==================== mau_controller
mau_controller/m2.png
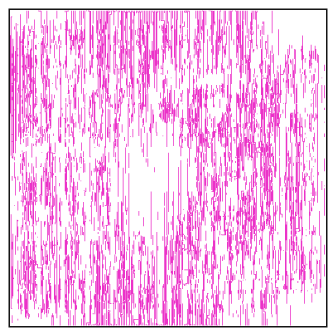

[config.mk]
export PLATFORM = sky130hd
export DESIGN_NAME = mau_controller
export DESIGN_NICKNAME = d
export VERILOG_FILES = /design/src/rtl/mau_controller.sv
export SDC_FILE = /design/constraint.sdc
export NUM_CORES = 1
export LEC_CHECK = 0
export CAP_MARGIN = 30
export CORE_MARGIN = 2
export CORE_UTILIZATION = 45
export DETAILED_ROUTE_END_ITERATION = 8
export HOLD_SLACK_MARGIN = 0.03
export PLACE_DENSITY_LB_ADDON = 0.1
export SLEW_MARGIN = 0
export SYNTH_ARGS = -nofsm -noshare
export SYNTH_HDL_FRONTEND = slang
export SYNTH_SLANG_ARGS = --single-unit
[constraint.sdc]
create_clock -name clk -period 3.2 [get_ports clk]
set_input_delay 0.64 -clock clk [delete_from_list [all_inputs] [get_ports clk]]
set_output_delay 0.64 -clock clk [all_outputs]
set_load 0.05 [all_outputs]
[src/rtl/mau_controller.sv]
// Memory access unit controller: lets a host read/write the CPU's IM, DM and
// RF while the CPU is held in reset, and runs the CPU until halt, timeout or
// a host stop, reporting the run's cycle count.
// Ports:
//   clk, rst                    clock, synchronous active-high reset
//   cmd_valid/ready/op/addr/data host command channel
//   rsp_valid/ready/status/data  host response channel
//   mau_address/write_data/wren_{im,dm,rf}  memory access per target
//   mau_read_data_{im,dm,rf}     memory read data per target
//   alive                        CPU run enable (0 = CPU in reset)
//   halt                         CPU reached its halt instruction
module mau_controller #(
  parameter logic [31:0] CYCLE_LIMIT  = 32'h00FF_FFFF,
  parameter int unsigned READ_LATENCY = 2
) (
  input  logic        clk,
  input  logic        rst,
  input  logic        cmd_valid,
  output logic        cmd_ready,
  input  logic [2:0]  cmd_op,
  input  logic [31:0] cmd_addr,
  input  logic [31:0] cmd_data,
  output logic        rsp_valid,
  input  logic        rsp_ready,
  output logic [1:0]  rsp_status,
  output logic [31:0] rsp_data,
  output logic [31:0] mau_address_im,
  output logic [31:0] mau_address_dm,
  output logic [31:0] mau_address_rf,
  output logic [31:0] mau_write_data_im,
  output logic [31:0] mau_write_data_dm,
  output logic [31:0] mau_write_data_rf,
  output logic        mau_wren_im,
  output logic        mau_wren_dm,
  output logic        mau_wren_rf,
  input  logic [31:0] mau_read_data_im,
  input  logic [31:0] mau_read_data_dm,
  input  logic [31:0] mau_read_data_rf,
  output logic        alive,
  input  logic        halt
);

  localparam logic [1:0] ST_OK      = 2'd0;
  localparam logic [1:0] ST_HALTED  = 2'd1;
  localparam logic [1:0] ST_TIMEOUT = 2'd2;
  localparam logic [1:0] ST_ERROR   = 2'd3;
  localparam logic [2:0] OP_RUN     = 3'd6;

  typedef enum logic [2:0] {IDLE, WRITE, READ_WAIT, RESP, RUN} state_t;

  state_t            state_q, state_d;
  logic [31:0]       cnt_q, cnt_d, cnt_inc;
  logic [2:0]        wait_q, wait_d;
  logic [1:0]        tgt_q, tgt_d, tgt_c;
  logic              alive_q, alive_d;
  logic              cmd_ready_q, cmd_ready_d;
  logic              rsp_valid_q, rsp_valid_d;
  logic [1:0]        rsp_status_q, rsp_status_d;
  logic [31:0]       rsp_data_q, rsp_data_d;
  logic              err_q, err_d;        // current response is an ERROR answer during a run
  logic              pend_q, pend_d;      // run ended while the ERROR answer was still pending
  logic [1:0]        pend_status_q, pend_status_d;
  logic [31:0]       pend_data_q, pend_data_d;
  logic [2:0][31:0]  addr_q, addr_d, wdata_q, wdata_d;
  logic [2:0]        wren_q, wren_d;
  logic              accept, ev;
  logic [1:0]        ev_status;
  logic [31:0]       ev_data, rdata_sel;

  assign accept  = cmd_valid && cmd_ready_q;
  assign cnt_inc = cnt_q + 32'd1;

  // Target index: 0=IM, 1=DM, 2=RF for both write and read opcodes
  always_comb begin
    tgt_c = cmd_op[1:0];
    if (cmd_op >= 3'd3) tgt_c = 2'(cmd_op - 3'd3);
  end

  always_comb begin
    case (tgt_q)
      2'd0:    rdata_sel = mau_read_data_im;
      2'd1:    rdata_sel = mau_read_data_dm;
      default: rdata_sel = mau_read_data_rf;
    endcase
  end

  // Next-state and registered-output logic
  always_comb begin
    state_d       = state_q;
    cnt_d         = cnt_q;
    wait_d        = wait_q;
    tgt_d         = tgt_q;
    alive_d       = alive_q;
    rsp_valid_d   = rsp_valid_q;
    rsp_status_d  = rsp_status_q;
    rsp_data_d    = rsp_data_q;
    err_d         = err_q;
    pend_d        = pend_q;
    pend_status_d = pend_status_q;
    pend_data_d   = pend_data_q;
    addr_d        = addr_q;
    wdata_d       = wdata_q;
    wren_d        = '0;
    ev            = 1'b0;
    ev_status     = ST_OK;
    ev_data       = '0;

    // Run-ending events, priority halt > timeout > stop
    if (alive_q) begin
      cnt_d = cnt_inc;
      if (halt) begin
        ev = 1'b1; ev_status = ST_HALTED; ev_data = cnt_q;
      end else if (cnt_inc == CYCLE_LIMIT) begin
        ev = 1'b1; ev_status = ST_TIMEOUT; ev_data = CYCLE_LIMIT;
      end else if (state_q == RUN && accept && cmd_op == 3'd7) begin
        ev = 1'b1; ev_status = ST_OK; ev_data = cnt_q;
      end
      if (ev) alive_d = 1'b0;
    end

    case (state_q)
      IDLE: begin
        if (accept) begin
          if (cmd_op <= 3'd2) begin
            state_d = WRITE;
            for (int i = 0; i < 3; i++) begin
              if (tgt_c == 2'(i)) begin
                wren_d[i]  = 1'b1;
                addr_d[i]  = cmd_addr;
                wdata_d[i] = cmd_data;
              end
            end
          end else if (cmd_op <= 3'd5) begin
            state_d = READ_WAIT;
            wait_d  = '0;
            tgt_d   = tgt_c;
            for (int i = 0; i < 3; i++) begin
              if (tgt_c == 2'(i)) addr_d[i] = cmd_addr;
            end
          end else if (cmd_op == OP_RUN) begin
            state_d = RUN;
            cnt_d   = '0;
            alive_d = 1'b1;
          end else begin
            state_d      = RESP;
            rsp_valid_d  = 1'b1;
            rsp_status_d = ST_OK;
            rsp_data_d   = '0;
            err_d        = 1'b0;
          end
        end
      end
      WRITE: begin
        state_d      = RESP;
        rsp_valid_d  = 1'b1;
        rsp_status_d = ST_OK;
        rsp_data_d   = '0;
        err_d        = 1'b0;
      end
      READ_WAIT: begin
        if (wait_q == 3'(READ_LATENCY - 1)) begin
          state_d      = RESP;
          rsp_valid_d  = 1'b1;
          rsp_status_d = ST_OK;
          rsp_data_d   = rdata_sel;
          err_d        = 1'b0;
        end else begin
          wait_d = wait_q + 3'd1;
        end
      end
      RUN: begin
        if (ev) begin
          state_d      = RESP;
          rsp_valid_d  = 1'b1;
          rsp_status_d = ev_status;
          rsp_data_d   = ev_data;
          err_d        = 1'b0;
        end else if (accept) begin
          state_d      = RESP;
          rsp_valid_d  = 1'b1;
          rsp_status_d = ST_ERROR;
          rsp_data_d   = '0;
          err_d        = 1'b1;
        end
      end
      RESP: begin
        if (rsp_ready) begin
          rsp_valid_d = 1'b0;
          err_d       = 1'b0;
          if (!err_q) begin
            state_d = IDLE;
          end else if (pend_q) begin
            rsp_valid_d  = 1'b1;
            rsp_status_d = pend_status_q;
            rsp_data_d   = pend_data_q;
            pend_d       = 1'b0;
          end else if (ev) begin
            rsp_valid_d  = 1'b1;
            rsp_status_d = ev_status;
            rsp_data_d   = ev_data;
          end else begin
            state_d = RUN;
          end
        end else if (ev) begin
          pend_d        = 1'b1;
          pend_status_d = ev_status;
          pend_data_d   = ev_data;
        end
      end
      default: state_d = IDLE;
    endcase

    cmd_ready_d = (state_d == IDLE) || (state_d == RUN);
  end

  always_ff @(posedge clk) begin
    if (rst) begin
      state_q       <= IDLE;
      cnt_q         <= '0;
      wait_q        <= '0;
      tgt_q         <= '0;
      alive_q       <= 1'b0;
      cmd_ready_q   <= 1'b0;
      rsp_valid_q   <= 1'b0;
      rsp_status_q  <= '0;
      rsp_data_q    <= '0;
      err_q         <= 1'b0;
      pend_q        <= 1'b0;
      pend_status_q <= '0;
      pend_data_q   <= '0;
      addr_q        <= '0;
      wdata_q       <= '0;
      wren_q        <= '0;
    end else begin
      state_q       <= state_d;
      cnt_q         <= cnt_d;
      wait_q        <= wait_d;
      tgt_q         <= tgt_d;
      alive_q       <= alive_d;
      cmd_ready_q   <= cmd_ready_d;
      rsp_valid_q   <= rsp_valid_d;
      rsp_status_q  <= rsp_status_d;
      rsp_data_q    <= rsp_data_d;
      err_q         <= err_d;
      pend_q        <= pend_d;
      pend_status_q <= pend_status_d;
      pend_data_q   <= pend_data_d;
      addr_q        <= addr_d;
      wdata_q       <= wdata_d;
      wren_q        <= wren_d;
    end
  end

  assign cmd_ready         = cmd_ready_q;
  assign rsp_valid         = rsp_valid_q;
  assign rsp_status        = rsp_status_q;
  assign rsp_data          = rsp_data_q;
  assign alive             = alive_q;
  assign mau_address_im    = addr_q[0];
  assign mau_address_dm    = addr_q[1];
  assign mau_address_rf    = addr_q[2];
  assign mau_write_data_im = wdata_q[0];
  assign mau_write_data_dm = wdata_q[1];
  assign mau_write_data_rf = wdata_q[2];
  assign mau_wren_im       = wren_q[0];
  assign mau_wren_dm       = wren_q[1];
  assign mau_wren_rf       = wren_q[2];

endmodule

==================== oam_dma
**config.mk**
```make
export PLATFORM = sky130hd
export DESIGN_NAME = oam_dma
export DESIGN_NICKNAME = d
export VERILOG_FILES = /design/src/rtl/gb_pkg.sv /design/src/rtl/oam_dma.sv
export SDC_FILE = /design/constraint.sdc
export NUM_CORES = 1
export LEC_CHECK = 0
export CAP_MARGIN = 40
export CORE_ASPECT_RATIO = 1.75
export CORE_MARGIN = 3
export CORE_UTILIZATION = 40
export CTS_CLUSTER_DIAMETER = 150
export DETAILED_ROUTE_END_ITERATION = 12
export PLACE_DENSITY = 0.75
export SKIP_LAST_GASP = 1
export SLEW_MARGIN = 20
export SYNTH_ARGS = -nofsm -noshare
export SYNTH_HDL_FRONTEND = slang
export SYNTH_SLANG_ARGS = --single-unit
```
**constraint.sdc**
```tcl
create_clock -name clock -period 1.6 [get_ports clock]
set_clock_uncertainty 0.1 [all_clocks]
set_input_delay 0.24 -clock clock [delete_from_list [all_inputs] [get_ports clock]]
set_output_delay 0.24 -clock clock [all_outputs]
set_load 0.05 [all_outputs]
```
**src/rtl/gb_pkg.sv**
```systemverilog
// Shared Game Boy core definitions used by the OAM DMA engine.
package gb_pkg;

    // CPU-visible DMA source-page register and OAM window base.
    localparam logic [15:0] DMA_REG_ADDR = 16'hFF46;
    localparam logic [15:0] OAM_BASE     = 16'hFE00;

    // Pages at or above this value are echo RAM and alias onto WRAM (page - 0x20).
    localparam logic [7:0]  ECHO_BASE    = 8'hE0;

    typedef enum logic [1:0] {
        IDLE  = 2'd0,
        START = 2'd1,
        XFER  = 2'd2
    } dma_state_t;

    // Fold an echo-RAM source page back onto the WRAM page it mirrors.
    function automatic logic [7:0] echo_map(input logic [7:0] page);
        return (page >= ECHO_BASE) ? (page - 8'h20) : page;
    endfunction

endpackage

```
**src/rtl/oam_dma.sv**
```systemverilog
// OAM DMA engine: a write to 0xFF46 takes over the memory bus and copies
// LENGTH bytes from {page, 8'h00} into OAM, one byte per machine cycle.
//
// Handshake: there is no valid/ready pair here. reg_wr is a one-clock
// command strobe that is always accepted and always wins over m_tick in
// the same clock; m_tick is a one-clock enable that paces every transfer
// step; oam_we is a one-clock write pulse with no back-pressure.
module oam_dma
    import gb_pkg::*;
#(
    parameter int LENGTH      = 160,
    parameter int START_DELAY = 1
) (
    input  logic        clock,
    input  logic        reset_n,
    input  logic        m_tick,
    input  logic        reg_wr,
    input  logic [7:0]  reg_wdata,
    output logic [7:0]  reg_rdata,
    output logic        busy,
    output logic        bus_own,
    output logic [15:0] dma_A,
    output logic        dma_rd_n,
    output logic        dma_cs_n,
    input  logic [7:0]  Di,
    output logic [7:0]  oam_addr,
    output logic [7:0]  oam_wdata,
    output logic        oam_we,
    output dma_state_t  dbg_state,
    output logic [7:0]  dbg_idx
);

    localparam logic [7:0] IDX_LAST = 8'(LENGTH - 1);
    localparam logic [7:0] DLY_LAST = (START_DELAY > 0) ? 8'(START_DELAY - 1) : 8'd0;

    dma_state_t  r_state;
    dma_state_t  w_next_state;
    logic [7:0]  r_src_hi;
    logic [7:0]  r_idx;
    logic [7:0]  r_dly;
    logic [7:0]  r_reg;
    logic [15:0] r_dma_a;
    logic [7:0]  r_oam_addr;
    logic [7:0]  r_oam_wdata;
    logic        r_oam_we;
    logic        w_xfer_tick;
    logic        w_last;

    // A byte is taken only on a tick in XFER that is not overridden by a write.
    assign w_xfer_tick = (r_state == XFER) && m_tick && !reg_wr;
    assign w_last      = (r_idx == IDX_LAST);

    // Next-state logic: a register write restarts from any state.
    always_comb begin
        w_next_state = r_state;
        if (reg_wr) begin
            w_next_state = (START_DELAY == 0) ? XFER : START;
        end else begin
            case (r_state)
                START:   if (m_tick && (r_dly == DLY_LAST)) w_next_state = XFER;
                XFER:    if (m_tick && w_last)              w_next_state = IDLE;
                default: w_next_state = r_state;
            endcase
        end
    end

    // State register.
    always_ff @(posedge clock or negedge reset_n) begin
        if (!reset_n) begin
            r_state <= IDLE;
        end else begin
            r_state <= w_next_state;
        end
    end

    // Datapath: register capture, delay/index counters and the OAM write pulse.
    always_ff @(posedge clock or negedge reset_n) begin
        if (!reset_n) begin
            r_reg       <= 8'hFF;
            r_src_hi    <= 8'h00;
            r_idx       <= 8'h00;
            r_dly       <= 8'h00;
            r_oam_addr  <= 8'h00;
            r_oam_wdata <= 8'h00;
            r_oam_we    <= 1'b0;
        end else begin
            r_oam_we <= 1'b0;
            if (reg_wr) begin
                r_reg    <= reg_wdata;
                r_src_hi <= echo_map(reg_wdata);
                r_idx    <= 8'h00;
                r_dly    <= 8'h00;
            end else begin
                if ((r_state == START) && m_tick) begin
                    r_dly <= r_dly + 8'd1;
                end
                if (w_xfer_tick) begin
                    r_oam_wdata <= Di;
                    r_oam_addr  <= r_idx;
                    r_oam_we    <= 1'b1;
                    // Hold at the last index so idx never leaves the page.
                    if (!w_last) begin
                        r_idx <= r_idx + 8'd1;
                    end
                end
            end
        end
    end

    // Remember the last driven source address so dma_A holds it outside XFER.
    always_ff @(posedge clock or negedge reset_n) begin
        if (!reset_n) begin
            r_dma_a <= 16'h0000;
        end else if (r_state == XFER) begin
            r_dma_a <= {r_src_hi, r_idx};
        end
    end

    assign reg_rdata = r_reg;
    assign bus_own   = (r_state != IDLE);
    // Busy also covers the clock carrying the final OAM write.
    assign busy      = (r_state != IDLE) || r_oam_we;
    assign dma_A     = (r_state == XFER) ? {r_src_hi, r_idx} : r_dma_a;
    assign dma_rd_n  = (r_state != XFER);
    assign dma_cs_n  = (r_state != XFER);
    assign oam_addr  = r_oam_addr;
    assign oam_wdata = r_oam_wdata;
    assign oam_we    = r_oam_we;
    assign dbg_state = r_state;
    assign dbg_idx   = r_idx;

endmodule
```
==================== uart_cmd_frame_parser_32bit
<file path="src/rtl/uart_cmd_frame_parser_32bit_pkg.sv">
// Shared definitions for the UART command frame parser.
// Holds the parse/fetch state encodings and the frame geometry
// (4 data bytes carried LSB first between ADDR and CSUM).
package uart_cmd_frame_parser_32bit_pkg;

    typedef enum logic [2:0] {
        P_HUNT = 3'd0,
        P_ADDR = 3'd1,
        P_DATA = 3'd2,
        P_CSUM = 3'd3,
        P_OUT  = 3'd4
    } parse_state_t;

    typedef enum logic [1:0] {
        F_IDLE = 2'd0,
        F_REQ  = 2'd1,
        F_WAIT = 2'd2
    } fetch_state_t;

    localparam int unsigned DATA_BYTES    = 4;
    localparam logic [1:0]  LAST_DATA_IDX = 2'(DATA_BYTES - 1);

endpackage

</file>
<file path="src/rtl/uart_cmd_frame_parser_32bit_byte_fetch.sv">
// Byte fetch engine for the UART RX FIFO read port.
// Issues a one-cycle read request, then waits up to RD_TIMEOUT cycles for
// rd_data_valid. A returned byte is presented as rx_byte with a one-cycle
// byte_stb; with no reply the request is simply re-issued.
// Ports:
//   clk, rst          clock, asynchronous active-high reset
//   fetch_en          allow new requests (low while the parser holds a command)
//   abort             drop any outstanding request and return to idle
//   rd_data           byte from the RX FIFO
//   rd_data_valid     rd_data valid this cycle
//   rd_data_req       one-cycle read request pulse
//   rx_byte, byte_stb accepted byte and its strobe
module uart_cmd_frame_parser_32bit_byte_fetch
    import uart_cmd_frame_parser_32bit_pkg::*;
#(
    parameter logic [7:0] RD_TIMEOUT = 8'd16
) (
    input  logic       clk,
    input  logic       rst,
    input  logic       fetch_en,
    input  logic       abort,
    input  logic [7:0] rd_data,
    input  logic       rd_data_valid,
    output logic       rd_data_req,
    output logic [7:0] rx_byte,
    output logic       byte_stb
);

    fetch_state_t state_q, state_d;
    logic [7:0]   wait_cnt_q;
    logic         wait_expired;

    assign wait_expired = (wait_cnt_q == RD_TIMEOUT - 8'd1);
    assign rd_data_req  = (state_q == F_REQ);
    // Valid is only meaningful while a request is outstanding.
    assign byte_stb     = (state_q == F_WAIT) && rd_data_valid;
    assign rx_byte      = rd_data;

    always_ff @(posedge clk or posedge rst) begin
        if (rst) begin
            state_q    <= F_IDLE;
            wait_cnt_q <= 8'd0;
        end else begin
            state_q    <= state_d;
            wait_cnt_q <= (state_q == F_WAIT) ? wait_cnt_q + 8'd1 : 8'd0;
        end
    end

    always_comb begin
        state_d = state_q;
        case (state_q)
            F_IDLE:  if (fetch_en) state_d = F_REQ;
            F_REQ:   state_d = F_WAIT;
            // A byte arriving on the expiry cycle is still taken (byte_stb
            // does not look at the timer); both cases return to idle.
            F_WAIT:  if (rd_data_valid || wait_expired) state_d = F_IDLE;
            default: state_d = F_IDLE;
        endcase
        if (abort) state_d = F_IDLE;
    end

endmodule

</file>
<file path="src/rtl/uart_cmd_frame_parser_32bit.sv">
// UART command frame parser.
// Pulls bytes from the UART RX FIFO and parses frames
//   [SYNC][ADDR][D0][D1][D2][D3][CSUM]   (CSUM = ADDR^D0^D1^D2^D3)
// Each good frame becomes one addr/data write command on a valid/ready port.
// Checksum mismatches and inter-byte timeouts pulse frame_err and bump a
// saturating error counter.
// Ports:
//   clk, rst                    clock, asynchronous active-high reset
//   rx_fifo_rd_data/_valid/_req RX FIFO read port
//   cmd_valid/cmd_ready         command handshake
//   cmd_addr, cmd_data          command payload, data = {D3,D2,D1,D0}
//   frame_err                   one-cycle error pulse
//   err_cnt                     saturating error count
module uart_cmd_frame_parser_32bit
    import uart_cmd_frame_parser_32bit_pkg::*;
#(
    parameter logic [7:0]  SYNC_BYTE     = 8'h55,
    parameter logic [7:0]  RD_TIMEOUT    = 8'd16,
    parameter logic [23:0] FRAME_TIMEOUT = 24'd50000
) (
    input  logic        clk,
    input  logic        rst,
    input  logic [7:0]  rx_fifo_rd_data,
    input  logic        rx_fifo_rd_data_valid,
    output logic        rx_fifo_rd_data_req,
    output logic        cmd_valid,
    input  logic        cmd_ready,
    output logic [7:0]  cmd_addr,
    output logic [31:0] cmd_data,
    output logic        frame_err,
    output logic [15:0] err_cnt
);

    function automatic logic [15:0] sat_inc16(input logic [15:0] v);
        return (v == 16'hFFFF) ? v : v + 16'd1;
    endfunction

    parse_state_t pstate_q, pstate_d;
    logic [7:0]   rx_byte;
    logic         byte_stb;
    logic [7:0]   csum_q;
    logic [1:0]   idx_q;
    logic [23:0]  timer_q;
    logic         in_frame;
    logic         csum_bad;
    logic         frame_tmo;

    assign in_frame  = (pstate_q == P_ADDR) || (pstate_q == P_DATA) || (pstate_q == P_CSUM);
    assign cmd_valid = (pstate_q == P_OUT);

    uart_cmd_frame_parser_32bit_byte_fetch #(
        .RD_TIMEOUT (RD_TIMEOUT)
    ) u_fetch (
        .clk           (clk),
        .rst           (rst),
        .fetch_en      (pstate_q != P_OUT),
        .abort         (frame_tmo),
        .rd_data       (rx_fifo_rd_data),
        .rd_data_valid (rx_fifo_rd_data_valid),
        .rd_data_req   (rx_fifo_rd_data_req),
        .rx_byte       (rx_byte),
        .byte_stb      (byte_stb)
    );

    always_ff @(posedge clk or posedge rst) begin
        if (rst) pstate_q <= P_HUNT;
        else     pstate_q <= pstate_d;
    end

    always_comb begin
        pstate_d  = pstate_q;
        csum_bad  = 1'b0;
        frame_tmo = 1'b0;
        case (pstate_q)
            P_HUNT: if (byte_stb && rx_byte == SYNC_BYTE) pstate_d = P_ADDR;
            P_ADDR, P_DATA, P_CSUM: begin
                // An accepted byte always beats a timer expiring in the same cycle.
                if (byte_stb) begin
                    if (pstate_q == P_ADDR) begin
                        pstate_d = P_DATA;
                    end else if (pstate_q == P_DATA) begin
                        if (idx_q == LAST_DATA_IDX) pstate_d = P_CSUM;
                    end else if (rx_byte == csum_q) begin
                        pstate_d = P_OUT;
                    end else begin
                        pstate_d = P_HUNT;
                        csum_bad = 1'b1;
                    end
                end else if (timer_q == FRAME_TIMEOUT - 24'd1) begin
                    pstate_d  = P_HUNT;
                    frame_tmo = 1'b1;
                end
            end
            P_OUT:   if (cmd_ready) pstate_d = P_HUNT;
            default: pstate_d = P_HUNT;
        endcase
    end

    always_ff @(posedge clk or posedge rst) begin
        if (rst) begin
            cmd_addr  <= 8'd0;
            cmd_data  <= 32'd0;
            csum_q    <= 8'd0;
            idx_q     <= 2'd0;
            timer_q   <= 24'd0;
            frame_err <= 1'b0;
            err_cnt   <= 16'd0;
        end else begin
            frame_err <= csum_bad | frame_tmo;
            if (csum_bad || frame_tmo) err_cnt <= sat_inc16(err_cnt);

            // Timer measures idle cycles since the last accepted byte of a frame.
            if (byte_stb || !in_frame) timer_q <= 24'd0;
            else                       timer_q <= timer_q + 24'd1;

            if (byte_stb) begin
                if (pstate_q == P_ADDR) begin
                    cmd_addr <= rx_byte;
                    csum_q   <= rx_byte;
                    idx_q    <= 2'd0;
                end else if (pstate_q == P_DATA) begin
                    cmd_data[{idx_q, 3'b000} +: 8] <= rx_byte;
                    csum_q <= csum_q ^ rx_byte;
                    idx_q  <= idx_q + 2'd1;
                end
            end
        end
    end

endmodule
</file>
<file path="config.mk">
export PLATFORM = sky130hd
export DESIGN_NAME = uart_cmd_frame_parser_32bit
export DESIGN_NICKNAME = d
export VERILOG_FILES = /design/src/rtl/uart_cmd_frame_parser_32bit_pkg.sv /design/src/rtl/uart_cmd_frame_parser_32bit_byte_fetch.sv /design/src/rtl/uart_cmd_frame_parser_32bit.sv
export SDC_FILE = /design/constraint.sdc
export NUM_CORES = 1
export LEC_CHECK = 0
export CELL_PAD_IN_SITES_DETAIL_PLACEMENT = 1
export CELL_PAD_IN_SITES_GLOBAL_PLACEMENT = 1
export CORE_MARGIN = 5
export CORE_UTILIZATION = 40
export DETAILED_ROUTE_END_ITERATION = 16
export GPL_TIMING_DRIVEN = 0
export PLACE_DENSITY_LB_ADDON = 0.05
export SLEW_MARGIN = 10
export SYNTH_ARGS = -nofsm -noshare
export SYNTH_HDL_FRONTEND = slang
export SYNTH_SLANG_ARGS = --single-unit
</file>
<file path="constraint.sdc">
create_clock -name clk -period 4.4 [get_ports clk]
set_input_delay 1.32 -clock clk [delete_from_list [all_inputs] [get_ports clk]]
set_output_delay 1.32 -clock clk [all_outputs]
set_load 0.03 [all_outputs]
</file>
==================== wptr_full_ctrl
<file path="src/rtl/fifo_pkg.sv">
// -----------------------------------------------------------------------------
// fifo_pkg
//   Shared definitions for both clock domains of the asynchronous FIFO.
//
//   Contents:
//     DEF_ADDRSIZE  default number of memory address bits
//     DEPTH         number of memory words at the default address size
//     bin2gray()    binary to reflected Gray conversion
//     gray2bin()    reflected Gray to binary conversion
//
//   Both conversion functions take a zero-extended 32-bit operand. Bits above
//   the real pointer width are zero, so they contribute nothing to either
//   conversion. One function therefore serves every pointer width up to 32
//   bits. Callers slice the result back down to their own width.
// -----------------------------------------------------------------------------
package fifo_pkg;

  localparam int DEF_ADDRSIZE = 4;
  localparam int DEPTH        = 2 ** DEF_ADDRSIZE;

  // Widest pointer the conversion helpers accept.
  localparam int PTR_MAXW     = 32;

  // Each Gray bit is the XOR of two adjacent binary bits.
  function automatic logic [PTR_MAXW-1:0] bin2gray(input logic [PTR_MAXW-1:0] bin);
    return bin ^ (bin >> 1);
  endfunction

  // Each binary bit is the XOR of its own Gray bit and every Gray bit above it.
  function automatic logic [PTR_MAXW-1:0] gray2bin(input logic [PTR_MAXW-1:0] gray);
    logic [PTR_MAXW-1:0] bin;
    bin = '0;
    for (int i = 0; i < PTR_MAXW; i++) begin
      bin[i] = ^(gray >> i);
    end
    return bin;
  endfunction

endpackage : fifo_pkg

</file>
<file path="src/rtl/sync_r2w.sv">
// -----------------------------------------------------------------------------
// sync_r2w
//   Two-flop synchronizer. It carries the read-domain Gray pointer into the
//   write clock domain. The read side uses the same structure, mirrored, as
//   sync_w2r.
//
//   The pointer is Gray coded, so at most one bit changes per read-side
//   update. A sample taken during that change therefore resolves to either
//   the old pointer or the new one. Either value is safe for the full and
//   level logic downstream.
//
//   Ports:
//     wclk      in   write-domain clock
//     wrst_n    in   synchronous active-low reset
//     rptr      in   WIDTH  read-domain Gray pointer (asynchronous)
//     wq2_rptr  out  WIDTH  second synchronizer stage
// -----------------------------------------------------------------------------
module sync_r2w
  import fifo_pkg::*;
#(
  parameter int WIDTH = DEF_ADDRSIZE + 1
) (
  input  logic             wclk,
  input  logic             wrst_n,
  input  logic [WIDTH-1:0] rptr,
  output logic [WIDTH-1:0] wq2_rptr
);

  // First stage; it may go metastable and is read only by the second stage.
  logic [WIDTH-1:0] wq1_rptr;

  always_ff @(posedge wclk) begin
    if (!wrst_n) begin
      wq1_rptr <= '0;
      wq2_rptr <= '0;
    end else begin
      wq1_rptr <= rptr;
      wq2_rptr <= wq1_rptr;
    end
  end

endmodule : sync_r2w

</file>
<file path="src/rtl/wptr_full_ctrl.sv">
// -----------------------------------------------------------------------------
// wptr_full_ctrl
//   Write-domain control for the asynchronous FIFO. It keeps the binary and
//   Gray write pointers and accepts writes when winc is high. It also brings
//   the read pointer across the clock boundary and produces registered
//   full, almost-full and fill-level status.
//
//   Parameters:
//     ADDRSIZE      memory address bits (>= 2); DEPTH = 2**ADDRSIZE
//     AFULL_MARGIN  walmost_full is set when the level is at least
//                   DEPTH - AFULL_MARGIN (1..DEPTH-1)
//
//   Ports:
//     wclk          in   write clock
//     wrst_n        in   synchronous active-low reset
//     winc          in   write request; ignored while wfull is set
//     rptr          in   ADDRSIZE+1  read-domain Gray pointer (asynchronous)
//     waddr         out  ADDRSIZE    memory write address
//     wptr          out  ADDRSIZE+1  registered Gray write pointer
//     wfull         out  registered full flag
//     walmost_full  out  registered almost-full flag
//     wlevel        out  ADDRSIZE+1  registered fill level, 0..DEPTH
//
//   The flags and the level all use the read pointer after synchronization.
//   That view is two cycles old, so space freed by the reader appears late.
//   The FIFO therefore never reports more free space than really exists.
// -----------------------------------------------------------------------------
module wptr_full_ctrl
  import fifo_pkg::*;
#(
  parameter int ADDRSIZE     = DEF_ADDRSIZE,
  parameter int AFULL_MARGIN = 2
) (
  input  logic                wclk,
  input  logic                wrst_n,
  input  logic                winc,
  input  logic [ADDRSIZE:0]   rptr,
  output logic [ADDRSIZE-1:0] waddr,
  output logic [ADDRSIZE:0]   wptr,
  output logic                wfull,
  output logic                walmost_full,
  output logic [ADDRSIZE:0]   wlevel
);

  localparam int PW         = ADDRSIZE + 1;
  localparam int FIFO_DEPTH = 2 ** ADDRSIZE;

  localparam logic [PW-1:0] AFULL_LEVEL = PW'(FIFO_DEPTH - AFULL_MARGIN);

  // ---------------------------------------------------------------------------
  // State
  // ---------------------------------------------------------------------------
  logic [PW-1:0] wbin;
  logic [PW-1:0] wq2_rptr;

  // ---------------------------------------------------------------------------
  // Next-state evaluation
  // ---------------------------------------------------------------------------
  logic                winc_ok;
  logic [PW-1:0]       wbinnext;
  logic [PW-1:0]       wgraynext;
  logic [PW-1:0]       rq2_bin;
  logic [PW-1:0]       wlevel_next;
  logic [PW-1:0]       full_match;
  logic [PTR_MAXW-1:0] wgray_wide;
  logic [PTR_MAXW-1:0] rbin_wide;

  // A write that arrives while the FIFO is full is dropped, and the
  // pointers do not move.
  assign winc_ok  = winc & ~wfull;

  // Adding one wraps naturally at 2**PW. The extra pointer bit keeps full
  // and empty distinct across the wrap.
  assign wbinnext = wbin + PW'(winc_ok);

  assign wgray_wide = bin2gray({{(PTR_MAXW-PW){1'b0}}, wbinnext});
  assign wgraynext  = wgray_wide[PW-1:0];

  // Decode only the second synchronizer stage. The first stage may still be
  // settling.
  assign rbin_wide = gray2bin({{(PTR_MAXW-PW){1'b0}}, wq2_rptr});
  assign rq2_bin   = rbin_wide[PW-1:0];

  // The difference is taken modulo 2**PW, so a wrapped write pointer still
  // gives the true occupancy. Since the writer never gets more than DEPTH
  // ahead of the reader, the result stays in the range 0..DEPTH.
  assign wlevel_next = wbinnext - rq2_bin;

  // In Gray code, "writer is exactly one lap ahead" means the two MSBs are
  // inverted and all lower bits are equal.
  assign full_match = {~wq2_rptr[ADDRSIZE:ADDRSIZE-1], wq2_rptr[ADDRSIZE-2:0]};

  // ---------------------------------------------------------------------------
  // Read-pointer synchronizer
  // ---------------------------------------------------------------------------
  sync_r2w #(
    .WIDTH (PW)
  ) u_sync_r2w (
    .wclk     (wclk),
    .wrst_n   (wrst_n),
    .rptr     (rptr),
    .wq2_rptr (wq2_rptr)
  );

  // ---------------------------------------------------------------------------
  // Pointer and status registers
  // ---------------------------------------------------------------------------
  // The flags use the same next-state values as the pointer. wfull is
  // therefore set on the same edge that accepts the last free slot.
  always_ff @(posedge wclk) begin
    if (!wrst_n) begin
      wbin         <= '0;
      wptr         <= '0;
      wfull        <= 1'b0;
      walmost_full <= 1'b0;
      wlevel       <= '0;
    end else begin
      wbin         <= wbinnext;
      wptr         <= wgraynext;
      wfull        <= (wgraynext == full_match);
      walmost_full <= (wlevel_next >= AFULL_LEVEL);
      wlevel       <= wlevel_next;
    end
  end

  assign waddr = wbin[ADDRSIZE-1:0];

endmodule : wptr_full_ctrl

</file>
<file path="config.mk">
export PLATFORM = sky130hd
export DESIGN_NAME = wptr_full_ctrl
export DESIGN_NICKNAME = d
export VERILOG_FILES = /design/src/rtl/fifo_pkg.sv /design/src/rtl/sync_r2w.sv /design/src/rtl/wptr_full_ctrl.sv
export SDC_FILE = /design/constraint.sdc
export NUM_CORES = 1
export LEC_CHECK = 0
export CAP_MARGIN = 20
export CORE_ASPECT_RATIO = 1.4
export CORE_MARGIN = 3
export CORE_UTILIZATION = 30
export DETAILED_ROUTE_END_ITERATION = 16
export HOLD_SLACK_MARGIN = 0.08
export PLACE_DENSITY = 0.54
export SKIP_LAST_GASP = 1
export SLEW_MARGIN = 15
export SYNTH_ARGS = -nofsm -noshare
export SYNTH_HDL_FRONTEND = slang
export SYNTH_SLANG_ARGS = --single-unit
</file>
<file path="constraint.sdc">
create_clock -name wclk -period 3.5 [get_ports wclk]
set_clock_uncertainty 0.2 [all_clocks]
set_input_delay 0.7 -clock wclk [delete_from_list [all_inputs] [get_ports wclk]]
set_output_delay 0.7 -clock wclk [all_outputs]
set_load 0.02 [all_outputs]
</file>
wptr_full_ctrl/m2.png
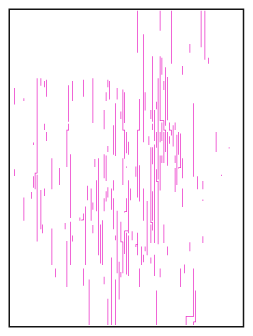
main direction: vertical
share of all routed wire: 53%
wire length on this layer: 1050 um
longest straight run: 26.5 um
nets with wire on the layer: 120

==> run notes, wptr_full_ctrl <==
run results: fraction of area in multi-input gates=39.0%, critical path data arrival time=3.07 ns, total gr overflow=0, clk buf depth=2, Iter 0 DRT Violations=0, Logic area=558 um2, Clock Sink Count=26, CTS tree=built, layer with the highest usage=met2, Die ar.=4480 um2, Worst Hold End=u_sync_r2w.wq2_rptr[1]$_SDFF_PN0_, Hold Path Depth=1, routed length on met3=88 um, Root Buffer=clkbuf_8, met1 WL=775 um, most instantiated logic cell after routing=dfxtp_1, CTS buffer count=3, count of tool warnings=26, Crit Path Class=input pin to flip-flop, outcome=finished, final reports clean, yosys stat cell total=102, post-CTS setup buffer count=0, drt via density=4.45, Synth Register Bits=26, met3 Track Usage GR=3.33%, flop share of the area=36.3%, Final nets=142, Final Wtd Congestion=0.728, flop-to-flop setup slack=0.70 ns, FP Rows=25
-- wptr_full_ctrl: stage by stage --
stage               instances  setup slack, ns  utilization, %  hold slack, ns
detailed placement        162            0.122            39.7           0.217
global placement          162            0.193            39.7           0.216
finish                    166            0.398            41.3           0.237
CTS                       166            0.398            41.3           0.239
global route              166            0.230            41.3           0.250
floorplan                 102            0.722               -           0.212
-- wptr_full_ctrl: flip-flops by register name, summed over array words and instances, names as in the netlist --
signal / count
u_sync_r2w.wq1_rptr: 5
u_sync_r2w.wq2_rptr: 5
walmost_full: 1
wbin: 5
wfull: 1
wlevel: 5
wptr: 4
-- wptr_full_ctrl: worst max-delay path, stage by stage --
cell	delay, ns
clkdlybuf4s50_1	0.45
nor2b_1	0.13
ha_1	0.23
ha_1	0.32
xor2_2	0.27
ha_1	0.31
a21o_1	0.19
a21oi_1	0.16
xnor2_1	0.10
a32o_1	0.22
-- wptr_full_ctrl: where the power goes --
| group | internal, uW | leakage [uW] | switching, uW | total [uW] |
|---|---|---|---|---|
| Clock | 101 | 0.0000288 | 91.8 | 192 |
| Sequential | 323 | 0.000214 | 10.1 | 333 |
| Combinational | 96.5 | 0.000353 | 92.4 | 189 |
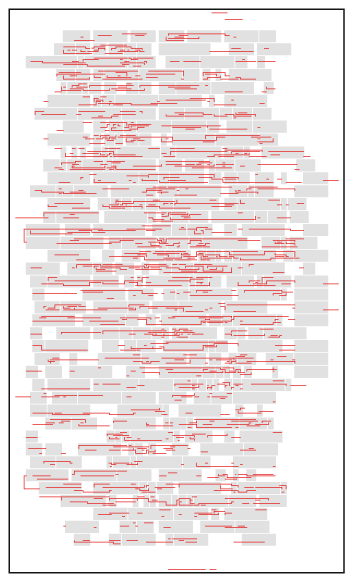
oam_dma/m1.png
Cells faint in the background.
share of all routed wire: 35%
longest straight run: 19.3 um
wire length on this layer: 2950 um
nets with wire on the layer: 342

==> run notes, oam_dma <==
run results: outcome=complete, but fails checks, failing checks=negative setup slack, total gr overflow=0, Die ar.=8320 um2, Pint=4560 uW, Setup violations, final=45, final setup margin=-0.294 ns, count of library flops with an enable pin=0, post-place setup slack=-0.329 ns, Logic area=1460 um2, Crit. Startpoint=dbg_state[0]$_DFFE_PN0P_, Critical R2R Launch=dbg_state[0]$_DFFE_PN0P_, CP Buf/Inv Count=3, Crit. End Element=output port, Dominant flop cell=dfrtp_1, drt via density=5.29, Routed Antenna Nets=0, Max Freq=0.528 GHz, Final Power=6920 uW, mux share=9.27%, Final nets=403, biggest area cells=dfrtp_1 51%, mux2_2 8.6%, dfstp_2 7.3%, nand2_1 5.2%, o21ai_0 4.5%, XOR Share, Synth=0.606%
-- oam_dma: layer usage --
metal / global-route usage (%) / routed length (um) / part of all wire [%] / vias to the layer above
met5: 0 / 0 / 0 / -
met4: 9.59 / 237 / 2.8 / 0
met3: 5.45 / 401 / 4.7 / 21
met2: 33.9 / 4860 / 58 / 97
met1: 21.9 / 2950 / 35 / 1229
li1: - / - / - / 1131
-- oam_dma: state kept, by name, summed over array words and instances, names as in the netlist --
register,flops
reg_rdata,8
r_dma_a,16
dbg_state,2
oam_we,1
r_dly,8
dbg_idx,8
oam_wdata,8
r_src_hi,8
oam_addr,8
-- oam_dma: area by class of cell --
| cell class | count | area share [%] |
|---|---|---|
| flip-flops and latches | 67 | 32.5 |
| repair buffers | 115 | 29.2 |
| multi-input cells | 163 | 27.9 |
| clock buffers | 10 | 4.39 |
| inverters | 21 | 2.01 |
| well taps | 84 | 2.01 |
| clock inverters | 6 | 1.53 |
| repair inverters | 2 | 0.479 |
-- oam_dma: worst register-to-register path, stage by stage (launching register included) --
cell,delay [ns]
dfrtp_2,0.44
buf_4,0.15
buf_6,0.10
nand4b_1,0.24
or4_1,0.54
a21oi_2,0.13
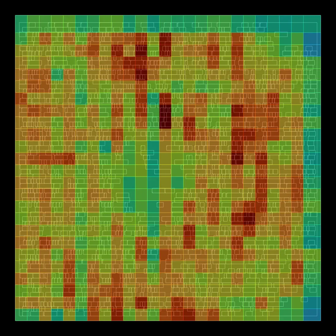
mau_controller/congestion_map.png
layer with the highest usage: met2
met1 Use GR: 31.6%
GRT Util Overall: 26.6%

## Picture notes: mau_controller/m2.png
share of all routed wire: 49%
main direction: vertical
longest straight run: 77.0 um

==> run notes, mau_controller <==
run results: first-pass GRT wire length=66400 um, layout cells sized above 1=9.06%, Flops=308, Tap Cells=384, Sw Ratio=25.3%, Dominant flop cell=dfxtp_1, met1 WL=16700 um, outcome=finished, final reports clean, Crit Path Class=flip-flop to flip-flop, synthesis-to-layout area growth=44.2%, Fin. Hold Viols=0, fraction of area in multi-input gates=33.6%, HP Class=flip-flop to flip-flop, biggest area cells=dfxtp_1 47%, nand2_1 13%, a21oi_1 8.8%, mux2i_1 4.4%, o2bb2ai_2 3.3%, Top Family by Delay on Critical Path=simple AND/OR/NAND/NOR gates, Final clock-cell share=6.58%, drt total wl=43000 um, vias in the first global route=12400, core box area=28900 um2, Final Cycle Share=95.8%, GRT met2 Usage=45.8%, Compound Share, Synth=19.3%, clk ins delay skew pair=0.51 ns, count of tool warnings=32, CTS tree=built, DRC errors left=0, Clock transition at path regs=0.06 ns, CP Buf/Inv Count=0, Critical-path top delay cell=or4_4, cell accounting for the most synthesized area=dfxtp_1, Crit. End Element=flip-flop, Logic area=6420 um2, Pre-antenna DRT Iters=7, Top Metal Used=met4, clk_buf instances=50, WL/cell=17.9 um, flop-to-flop setup slack=0.14 ns, Register Area=6170 um2, H-Tree Depth=2
==> mau_controller: through the flow <==
stage               util [%]  worst slack, ns  instance area [um2]  hold WS (ns)
finish                  66.2            0.136                19100         0.451
floorplan                  -            0.393                13200         0.432
CTS                     65.9           0.0381                19000         0.453
detailed placement      61.6           -0.118                17800         0.445
global placement        61.6          -0.0156                17800         0.440
global route            66.2           0.0273                19100         0.469
==> mau_controller: synthesized netlist by cell type, types with 4 or more instances <==
library cell,instances
or3_1,8
nand2b_1,6
o21ai_0,54
dfxtp_1,308
ha_1,7
mux2i_1,58
dlygate4sd3_1,4
nand3_1,16
clkbuf_1,95
nor3_1,13
nor2b_1,7
xnor2_1,10
a31oi_1,7
buf_6,10
buf_1,4
a21oi_1,233
and4_1,5
xor2_1,24
nand4_1,19
nor2_1,89
inv_1,24
buf_2,11
a22o_1,4
and2_1,7
and3_1,8
nand2_1,466
a222oi_1,20
nor4_1,7
o2bb2ai_2,29
a221oi_1,10
==> mau_controller: power groups by stage <==
stage	logic (uW)	registers (uW)	clock network (uW)
2_1_floorplan	476	4240	0
3_3_place_gp	1190	4050	0
3_5_place_dp	1200	4050	0
4_1_cts	1210	3970	4370
5_1_grt	1310	3970	4530
6_report	1230	3970	4300
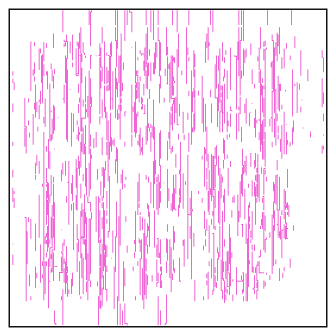
uart_cmd_frame_parser_32bit/m2.png
main direction: vertical
longest straight run: 64.9 um
wire length on this layer: 6210 um

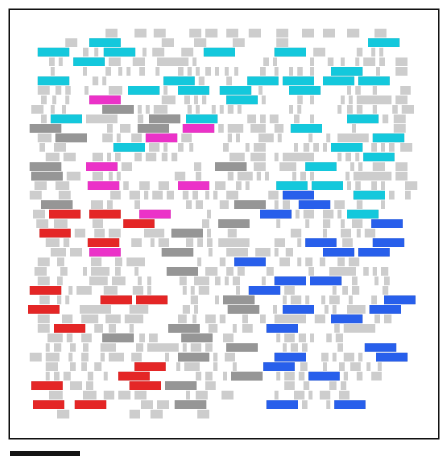
uart_cmd_frame_parser_32bit/ff_map.png
Bar = 20 um.
[`timer_q`] blue | placed flops: 24
[`cmd_data`] cyan | placed flops: 32
[`err_cnt`] red | placed flops: 16
[`csum_q`] magenta | placed flops: 8 | where: left middle

==> run notes, uart_cmd_frame_parser_32bit <==
run results: flop share of the area=41.9%, CTS buffer count=9, count of library flops with an enable pin=0, Compound Share, Synth=10.8%, Synth Area in Simple Gates=21.2%, CTS tree=built, # placed instances=739, CP Max Fanout=10, Clock transition at path regs=0.06 ns, Synth Register Bits=104, Pre-antenna DRT Iters=4, Dominant cell area share=51.7%, Final clock-cell share=4.84%, clk ins delay skew pair=0.35 ns, met1 Use GR=23.1%, outcome=finished, final reports clean, H-Tree Depth=3, Critical-path top delay cell=clkdlybuf4s50_1, Iter 0 DRT Violations=208
uart_cmd_frame_parser_32bit: sequential cells by signal, indices dropped and copies added, names as in the netlist:
register / count
cmd_addr: 8
cmd_data: 32
csum_q: 8
err_cnt: 16
frame_err: 1
idx_q: 2
pstate_q: 3
timer_q: 24
u_fetch.state_q: 2
u_fetch.wait_cnt_q: 8
uart_cmd_frame_parser_32bit: logic make-up (layout without fill, tap and decap cells):
family                     Yosys count  in the layout
AOI/OAI and AO/OA                   81             81
adders and majority gates            9              9
DFF                                104            104
xor gates and xnor gates            43             43
muxes                               15             15
buffers and inverters               36            115
and+or+nand+nor                    216            216
uart_cmd_frame_parser_32bit: worst paths after layout:
kind                       cells after the start  slack [ns]                       end
hold / removal                                 1        0.47      timer_q[0]$_DFF_PP0_
max in group asynchronous                      3        2.36    err_cnt[8]$_DFFE_PP0P_
hold reg to reg                                1        0.47      timer_q[0]$_DFF_PP0_
setup reg to reg                               5        2.02   cmd_data[7]$_DFFE_PP0P_
min in group asynchronous                      2        1.40  cmd_data[15]$_DFFE_PP0P_
setup / recovery                               5        1.10                 cmd_valid


==> gallery <==
The metal 1 layer.
Cells faint in the background.
shot_01.png
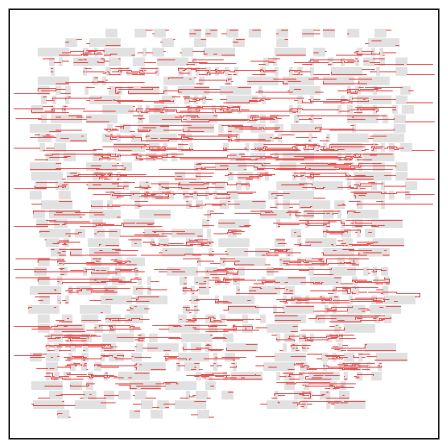
shot_02.png
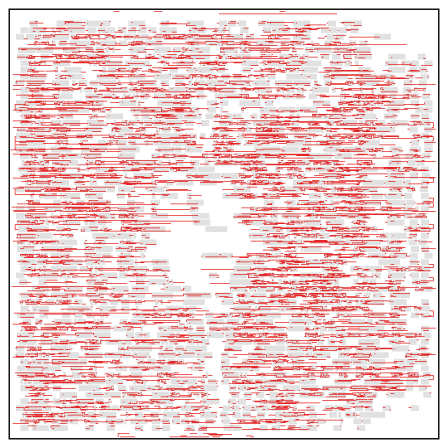
shot_03.png
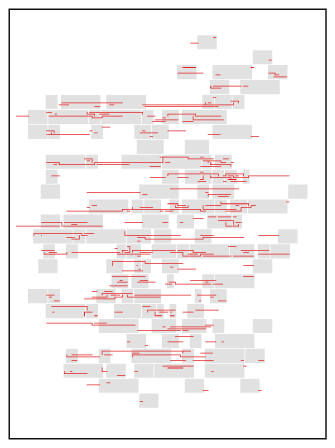
| picture | from |
|---|---|
| shot_03.png | wptr_full_ctrl |
| shot_02.png | mau_controller |
| shot_01.png | uart_cmd_frame_parser_32bit |


==> gallery <==
Routing congestion.
picture 1
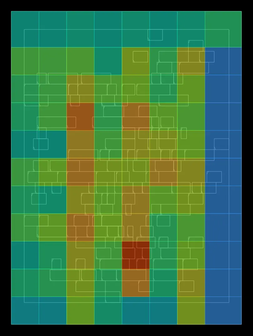
picture 2
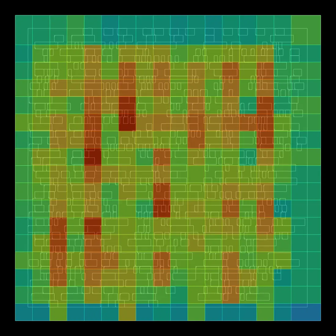
picture 3
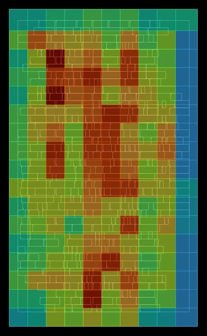
Of these, lowest utilization: picture 1
Of these, least wire per cell: picture 1
For wptr_full_ctrl, see picture 1.
For uart_cmd_frame_parser_32bit, see picture 2.
For oam_dma, see picture 3.

Power and IR drop assume default switching activity.
